==================== exec_stim_gen
exec_stim_gen/closeup.png
Scale bar: 10 um. Region (9, 9) to (34, 34) um. Cells in grey, sequential cells in the stronger grey; small squares are vias.
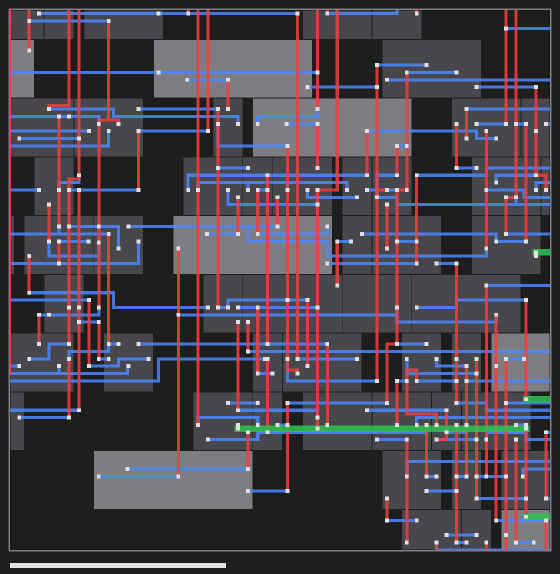

File: src/rtl/exec_stim_gen.sv
// EXEC-side stimulus generator for IFD unit-level validation: drives stall and
// PC_value in alternating hold phases with fixed or LFSR-derived phase lengths.
module exec_stim_gen #(
    parameter int                    ADDR_WIDTH = 12,
    parameter logic [ADDR_WIDTH-1:0] START_PC   = 12'o200,
    parameter int                    NUM_TXNS   = 50,
    parameter int                    DELAY_BITS = 4,
    parameter logic [15:0]           LFSR_SEED  = 16'hACE1,
    parameter int                    CNT_W      = 8
) (
    input  logic                  clk,
    input  logic                  reset,
    input  logic                  start,
    input  logic                  mode_rand,
    input  logic [DELAY_BITS-1:0] fixed_delay,
    input  logic                  jump_valid,
    input  logic [ADDR_WIDTH-1:0] jump_addr,
    output logic                  stall,
    output logic [ADDR_WIDTH-1:0] PC_value,
    output logic                  busy,
    output logic                  done,
    output logic [CNT_W-1:0]      txn_count
);

    localparam int TW = DELAY_BITS + 1;
    localparam logic [15:0] SEED_EFF = (LFSR_SEED == 16'h0000) ? 16'h0001 : LFSR_SEED;
    localparam logic [DELAY_BITS-1:0] DELAY_ONES = {DELAY_BITS{1'b1}};
    localparam logic [15:0] LFSR_TAPS = 16'hB400;

    typedef enum logic [1:0] {
        IDLE,
        PHASE_A,
        PHASE_B,
        DONE
    } state_t;

    state_t                  state_q, state_d;
    logic [TW-1:0]           timer_q, timer_d;
    logic [DELAY_BITS-1:0]   delay_q, delay_d;
    logic [15:0]             lfsr_q, lfsr_d;
    logic                    stall_q, stall_d;
    logic [ADDR_WIDTH-1:0]   pc_q, pc_d;
    logic [CNT_W-1:0]        txn_q, txn_d;
    logic                    pend_q, pend_d;
    logic [ADDR_WIDTH-1:0]   pend_addr_q, pend_addr_d;
    logic                    busy_q, done_q;

    logic [15:0]             lfsr_next;
    logic [DELAY_BITS-1:0]   rand_r;
    logic [DELAY_BITS-1:0]   rand_delay;
    logic [DELAY_BITS-1:0]   draw_delay;
    logic [TW-1:0]           draw_load;
    logic [TW-1:0]           hold_load;
    logic                    timer_end;

    // Galois step for x^16+x^14+x^13+x^11+1; all-ones folds to 0 so the draw is r mod (2^DELAY_BITS-1).
    always_comb begin
        lfsr_next  = {1'b0, lfsr_q[15:1]} ^ (lfsr_q[0] ? LFSR_TAPS : 16'h0000);
        rand_r     = lfsr_q[DELAY_BITS-1:0];
        rand_delay = (rand_r == DELAY_ONES) ? '0 : rand_r;
        draw_delay = mode_rand ? rand_delay : fixed_delay;
        draw_load  = {1'b0, draw_delay} + TW'(1);
        hold_load  = {1'b0, delay_q} + TW'(1);
        timer_end  = (timer_q == '0);
    end

    always_comb begin
        state_d     = state_q;
        timer_d     = timer_q;
        delay_d     = delay_q;
        lfsr_d      = lfsr_q;
        stall_d     = stall_q;
        pc_d        = pc_q;
        txn_d       = txn_q;
        pend_d      = pend_q;
        pend_addr_d = pend_addr_q;

        case (state_q)
            IDLE, DONE: begin
                if (start) begin
                    state_d = PHASE_A;
                    stall_d = ~stall_q;
                    txn_d   = '0;
                    pc_d    = START_PC;
                    pend_d  = 1'b0;
                    delay_d = draw_delay;
                    timer_d = draw_load;
                    lfsr_d  = lfsr_next;
                end
            end
            PHASE_A: begin
                if (timer_end) begin
                    // A direct request on the update cycle supersedes any older pending target.
                    if (jump_valid) begin
                        pc_d = jump_addr;
                    end else if (pend_q) begin
                        pc_d = pend_addr_q;
                    end else begin
                        pc_d = pc_q + ADDR_WIDTH'(1);
                    end
                    pend_d  = 1'b0;
                    txn_d   = txn_q + CNT_W'(1);
                    state_d = PHASE_B;
                    timer_d = hold_load;
                end else begin
                    timer_d = timer_q - TW'(1);
                    if (jump_valid) begin
                        pend_d      = 1'b1;
                        pend_addr_d = jump_addr;
                    end
                end
            end
            PHASE_B: begin
                if (jump_valid) begin
                    pend_d      = 1'b1;
                    pend_addr_d = jump_addr;
                end
                if (timer_end) begin
                    if (txn_q == CNT_W'(NUM_TXNS)) begin
                        state_d = DONE;
                    end else begin
                        state_d = PHASE_A;
                        stall_d = ~stall_q;
                        delay_d = draw_delay;
                        timer_d = draw_load;
                        lfsr_d  = lfsr_next;
                    end
                end else begin
                    timer_d = timer_q - TW'(1);
                end
            end
            default: begin
                state_d = IDLE;
            end
        endcase
    end

    always_ff @(posedge clk) begin
        if (reset) begin
            state_q     <= IDLE;
            timer_q     <= '0;
            delay_q     <= '0;
            lfsr_q      <= SEED_EFF;
            stall_q     <= 1'b1;
            pc_q        <= START_PC;
            txn_q       <= '0;
            pend_q      <= 1'b0;
            pend_addr_q <= '0;
            busy_q      <= 1'b0;
            done_q      <= 1'b0;
        end else begin
            state_q     <= state_d;
            timer_q     <= timer_d;
            delay_q     <= delay_d;
            lfsr_q      <= lfsr_d;
            stall_q     <= stall_d;
            pc_q        <= pc_d;
            txn_q       <= txn_d;
            pend_q      <= pend_d;
            pend_addr_q <= pend_addr_d;
            busy_q      <= (state_d == PHASE_A) || (state_d == PHASE_B);
            done_q      <= (state_d == DONE);
        end
    end

    assign stall     = stall_q;
    assign PC_value  = pc_q;
    assign busy      = busy_q;
    assign done      = done_q;
    assign txn_count = txn_q;

endmodule

File: config.mk
export PLATFORM = sky130hd
export DESIGN_NAME = exec_stim_gen
export DESIGN_NICKNAME = d
export VERILOG_FILES = /design/src/rtl/exec_stim_gen.sv
export SDC_FILE = /design/constraint.sdc
export NUM_CORES = 1
export LEC_CHECK = 0
export CAP_MARGIN = 20
export CORE_UTILIZATION = 50
export DETAILED_ROUTE_END_ITERATION = 6
export GPL_TIMING_DRIVEN = 0
export HOLD_SLACK_MARGIN = 0.1
export PLACE_DENSITY = 0.73
export SLEW_MARGIN = 20
export SYNTH_ARGS = -nofsm -noshare
export SYNTH_HDL_FRONTEND = slang
export SYNTH_SLANG_ARGS = --single-unit
File: constraint.sdc
create_clock -name clk -period 2.41 [get_ports clk]
set_input_delay 0.241 -clock clk [delete_from_list [all_inputs] [get_ports clk]]
set_output_delay 0.241 -clock clk [all_outputs]
set_load 0.01 [all_outputs]
==================== id_reg_file
[config.mk]
export PLATFORM = sky130hd
export DESIGN_NAME = id_reg_file
export DESIGN_NICKNAME = d
export VERILOG_FILES = /design/src/rtl/id_reg_file_pkg.sv /design/src/rtl/id_reg_file_rf_bypass.sv /design/src/rtl/id_reg_file.sv
export SDC_FILE = /design/constraint.sdc
export NUM_CORES = 2
export LEC_CHECK = 0
export CAP_MARGIN = 5
export CORE_UTILIZATION = 29
export CTS_CLUSTER_DIAMETER = 60
export DETAILED_ROUTE_END_ITERATION = 12
export SYNTH_ARGS = -nofsm -noshare
export SYNTH_HDL_FRONTEND = slang
export SYNTH_SLANG_ARGS = --single-unit
[constraint.sdc]
create_clock -name clk -period 5.2 [get_ports clk]
set_input_delay 1.04 -clock clk [delete_from_list [all_inputs] [get_ports clk]]
set_output_delay 1.04 -clock clk [all_outputs]
set_load 0.005 [all_outputs]
[src/rtl/id_reg_file_pkg.sv]
// Shared pipeline definitions for the decode-stage register file and its helpers.
// Holds the datapath width, the register address width, the register count and
// the index of the hardwired zero register.
package id_reg_file_pkg;

  localparam int DATA_W   = 32;
  localparam int ADDR_W   = 5;
  localparam int NUM_REGS = 32;
  localparam int REG_ZERO = 0;

endpackage : id_reg_file_pkg

[src/rtl/id_reg_file_rf_bypass.sv]
// Read-port output select for the register file: zero register forcing and,
// when REGFILE_BYPASS_EN is defined, write-before-read forwarding of the
// write-back data. One instance per read port.
module rf_bypass
  import id_reg_file_pkg::*;
#(
  parameter int DW = id_reg_file_pkg::DATA_W,
  parameter int AW = id_reg_file_pkg::ADDR_W
) (
  input  logic [AW-1:0] readAddr_i,
  input  logic [DW-1:0] storedData_i,
  input  logic          writeEn_i,
  input  logic          rst_i,
  input  logic [AW-1:0] writeAddr_i,
  input  logic [DW-1:0] writeData_i,
  output logic [DW-1:0] readData_o
);

`ifndef REGFILE_BYPASS_EN
  logic unusedBypassInputs;
  assign unusedBypassInputs = ^{writeEn_i, rst_i, writeAddr_i, writeData_i};
`endif

  // Pick stored data, forward in-flight write data if enabled, and pin r0 to zero.
  always_comb begin
    readData_o = storedData_i;
`ifdef REGFILE_BYPASS_EN
    if (writeEn_i && !rst_i && (readAddr_i == writeAddr_i)) begin
      readData_o = writeData_i;
    end
`endif
    if (readAddr_i == AW'(REG_ZERO)) begin
      readData_o = '0;
    end
  end

endmodule : rf_bypass

[src/rtl/id_reg_file.sv]
// Decode-stage register file: 2**ADDR_W x DATA_W storage, one write port fed by
// write-back, two combinational read ports, and a count of committed writes.
// Optional macro REGFILE_BYPASS_EN enables same-cycle write-to-read forwarding.
module id_reg_file
  import id_reg_file_pkg::*;
#(
  parameter int DATA_W = id_reg_file_pkg::DATA_W,
  parameter int ADDR_W = id_reg_file_pkg::ADDR_W
) (
  input  logic              clk,
  input  logic              rst,
  input  logic              ID_RegWrite,
  input  logic [ADDR_W-1:0] RegWriteAddr,
  input  logic [DATA_W-1:0] WriteData,
  input  logic [ADDR_W-1:0] ReadAddr1,
  input  logic [ADDR_W-1:0] ReadAddr2,
  output logic [DATA_W-1:0] ReadData1,
  output logic [DATA_W-1:0] ReadData2,
  output logic [31:0]       WriteCount
);

  localparam int Depth = 2 ** ADDR_W;

  logic [DATA_W-1:0] regs_q [Depth];
  logic [31:0]       writeCount_q;
  logic [31:0]       writeCount_d;
  logic              writeCommit;
  logic [DATA_W-1:0] storedData1;
  logic [DATA_W-1:0] storedData2;

  assign writeCommit  = ID_RegWrite && (RegWriteAddr != ADDR_W'(REG_ZERO));
  assign writeCount_d = writeCount_q + 32'd1;
  assign storedData1  = regs_q[ReadAddr1];
  assign storedData2  = regs_q[ReadAddr2];
  assign WriteCount   = writeCount_q;

  // Commit write-back data and count it; reset clears storage and counter and drops any write.
  always_ff @(posedge clk) begin
    if (rst) begin
      for (int i = 0; i < Depth; i++) begin
        regs_q[i] <= '0;
      end
      writeCount_q <= '0;
    end else if (writeCommit) begin
      regs_q[RegWriteAddr] <= WriteData;
      writeCount_q         <= writeCount_d;
    end
  end

  rf_bypass #(
    .DW (DATA_W),
    .AW (ADDR_W)
  ) readPort1 (
    .readAddr_i   (ReadAddr1),
    .storedData_i (storedData1),
    .writeEn_i    (ID_RegWrite),
    .rst_i        (rst),
    .writeAddr_i  (RegWriteAddr),
    .writeData_i  (WriteData),
    .readData_o   (ReadData1)
  );

  rf_bypass #(
    .DW (DATA_W),
    .AW (ADDR_W)
  ) readPort2 (
    .readAddr_i   (ReadAddr2),
    .storedData_i (storedData2),
    .writeEn_i    (ID_RegWrite),
    .rst_i        (rst),
    .writeAddr_i  (RegWriteAddr),
    .writeData_i  (WriteData),
    .readData_o   (ReadData2)
  );

endmodule : id_reg_file


## Gallery

Register map, names as in the netlist.
shot_01.png
Scale bar: 100 um.
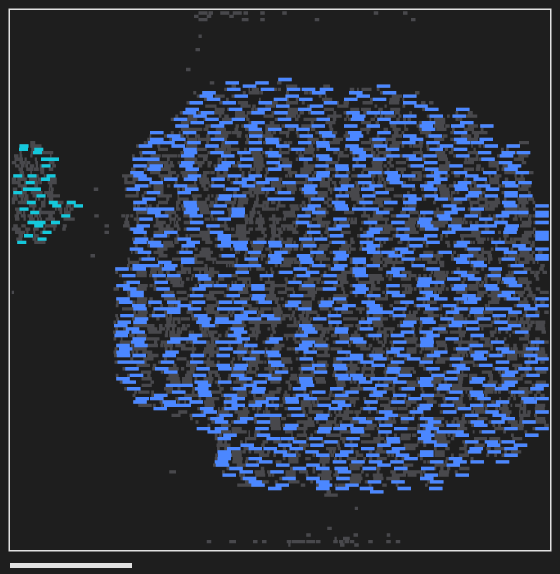
shot_02.png
Scale bar: 20 um.
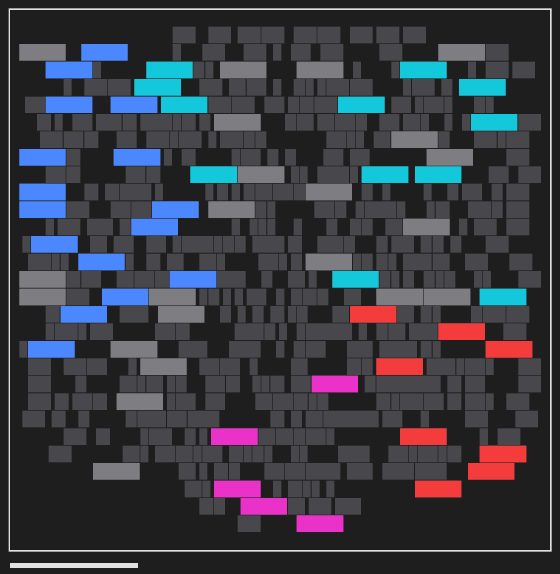
- most sequential cells: shot_01.png
- most cells: shot_01.png
For exec_stim_gen, see shot_02.png.
For id_reg_file, see shot_01.png.

Key to shot_02.png:
Key: cyan = `pend_addr_q` [sequential cells 12]; red = `txn_count` [sequential cells 8]; magenta = `timer_q` [sequential cells 5, where south]; blue = `lfsr_q` [sequential cells 16]
Another 22 sequential cells are not coloured.

id_reg_file/m3.png
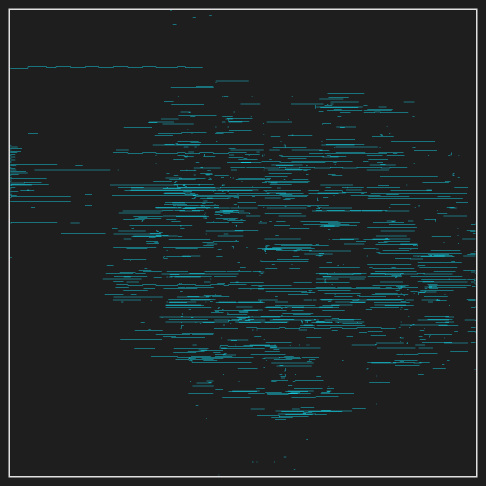
The longest straight run is 155 um. The layer holds 8.3% of the routed length.
routed via count: 35,200
DRT Wirelength: 196,000 um

==> job_summary.md, id_reg_file <==
### Flow metrics

| Metric | Value |
|---|---|
| Late-Pin Clk Latency | `0.72 ns` |
| Setup WS post-layout | `-0.00876 ns` |
| Failing checks | `negative setup slack` |
| Critical path type | `in2out` |
| Fin crit share | `1.00` |
| Req. time, crit path | `around 4.2 ns` |
| First-pass GRT wire length | `273,000 um` |
| Status | `complete, but fails checks` |
| Ys Warns | `0` |
| Final Setup Violations | `1` |
| Most common cell in the synthesized netlist | `edfxtp_1` |
| PostCTS Resize Cnt | `2` |
| Die Height | `442 um` |
| RR Startpoint | `WriteCount[4]` |
| Multiplexer share | `0.239` |
id_reg_file: area by class of cell:
type / instances / area [um2]
diodes: 6 / 15.0
well taps: 2526 / 3160
flip-flops and latches: 1056 / 31400
fillers: 18300 / 127000
clock inverters: 77 / 812
inverters: 7 / 26.3
multi-input cells: 2262 / 23300
repair buffers: 429 / 4180
clock buffers: 133 / 2920
id_reg_file: state kept, by name, summed over array words and instances (netlist names):
name        count
WriteCount     32
regs_q       1024
id_reg_file: power breakdown:
group	switching, mW	internal [mW]	total (mW)
clock network	3.58	4.72	8.30
logic	1.47	1.27	2.74
registers	0.225	9.78	10.0
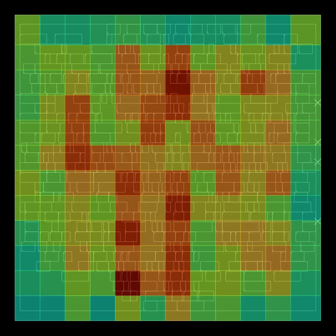
exec_stim_gen/congestion_map.png
met2 usage: 0.388
Final Util: 0.642
GR peak layer: met2
GR Util met1: 0.299
GRT Total Usage: 0.235

About exec_stim_gen/closeup.png:
Key: red = M2; green = M3; blue = M1
Sequential cells in the window: 4. 43 logic cells have their middle in the window. Netlist names of flops here include `delay_q` (4). Most frequent: nor2_1 (7), nand3_1 (4), dfxtp_1 (4).

==> job_summary.md, exec_stim_gen <==
### Flow metrics

| Metric | Value |
|---|---|
| Status | `complete, but fails checks` |
| Failing checks | `design-rule violations` |
| HP Class | `reg2reg` |
| Worst min-delay path endpoint | `lfsr_q[6]` |
| Pwr dens | `831 nW/um2` |
| CTS Buf Count | `9` |
| Highest Clock Rate | `448 MHz` |
| First drt pass iteration count | `6` |
| DRC Markers | `8` |
| Synthesis-to-finish area growth | `22.3%` |
| Initial antenna violation count | `0` |
| Routed length per instance | `14.9 um` |
| Share of cells above drive strength 1 | `0.0923` |
| Most common cell in the synthesized netlist | `dfxtp_1` |
| Distinct cell type count after synthesis | `56` |
| Met1 wire length | `3690 um` |
| Slowest cell on the critical path | `or4b_4` |
| Post-synth ARST share | `0` |
| Max_slew headroom | `0.544` |
| Top Metal Used | `met4` |
exec_stim_gen: layout by cell type, fill, tap and decap left out, drive strengths merged, types with 4 or more instances in the layout:
cell type and instances:
a31oi 5, a21oi 27, nand3 15, inv 16, o21ai 21, a211oi 6
nor2 51, xnor2 11, clkbuf 26, o31ai 4, buf 13, nand2b 5
ha 9, dfxtp 63, clkdlybuf4s50 40, mux2i 26, clkinv 4, nor3 4
a211o 9, nor2b 17, nand2 26, xor2 11
exec_stim_gen: timing repair:
item                                    CTS  global route
hold buffers                              0             0
endpoints found under the setup margin   24            23
pin swaps                                 1             2
gates resized                             3            13
buffers inserted                          1             3


## Gallery

Port wiring.
panel A
Scale bar: 100 um.
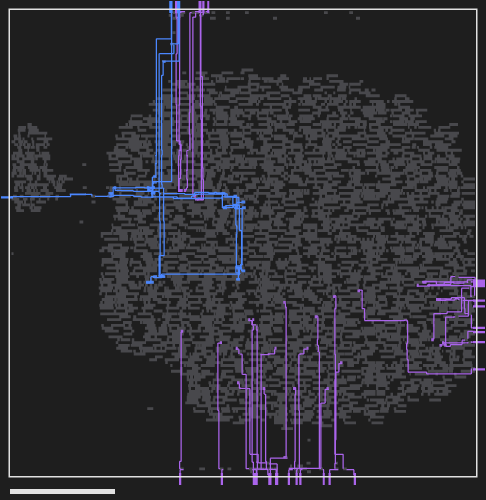
panel B
Scale bar: 20 um.
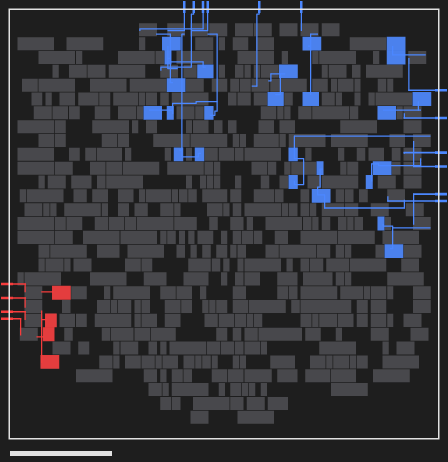
id_reg_file -> panel A
exec_stim_gen -> panel B
- largest die: panel A
- most cells: panel A

No activity file was given, so power comes from the tool's default toggle rates.
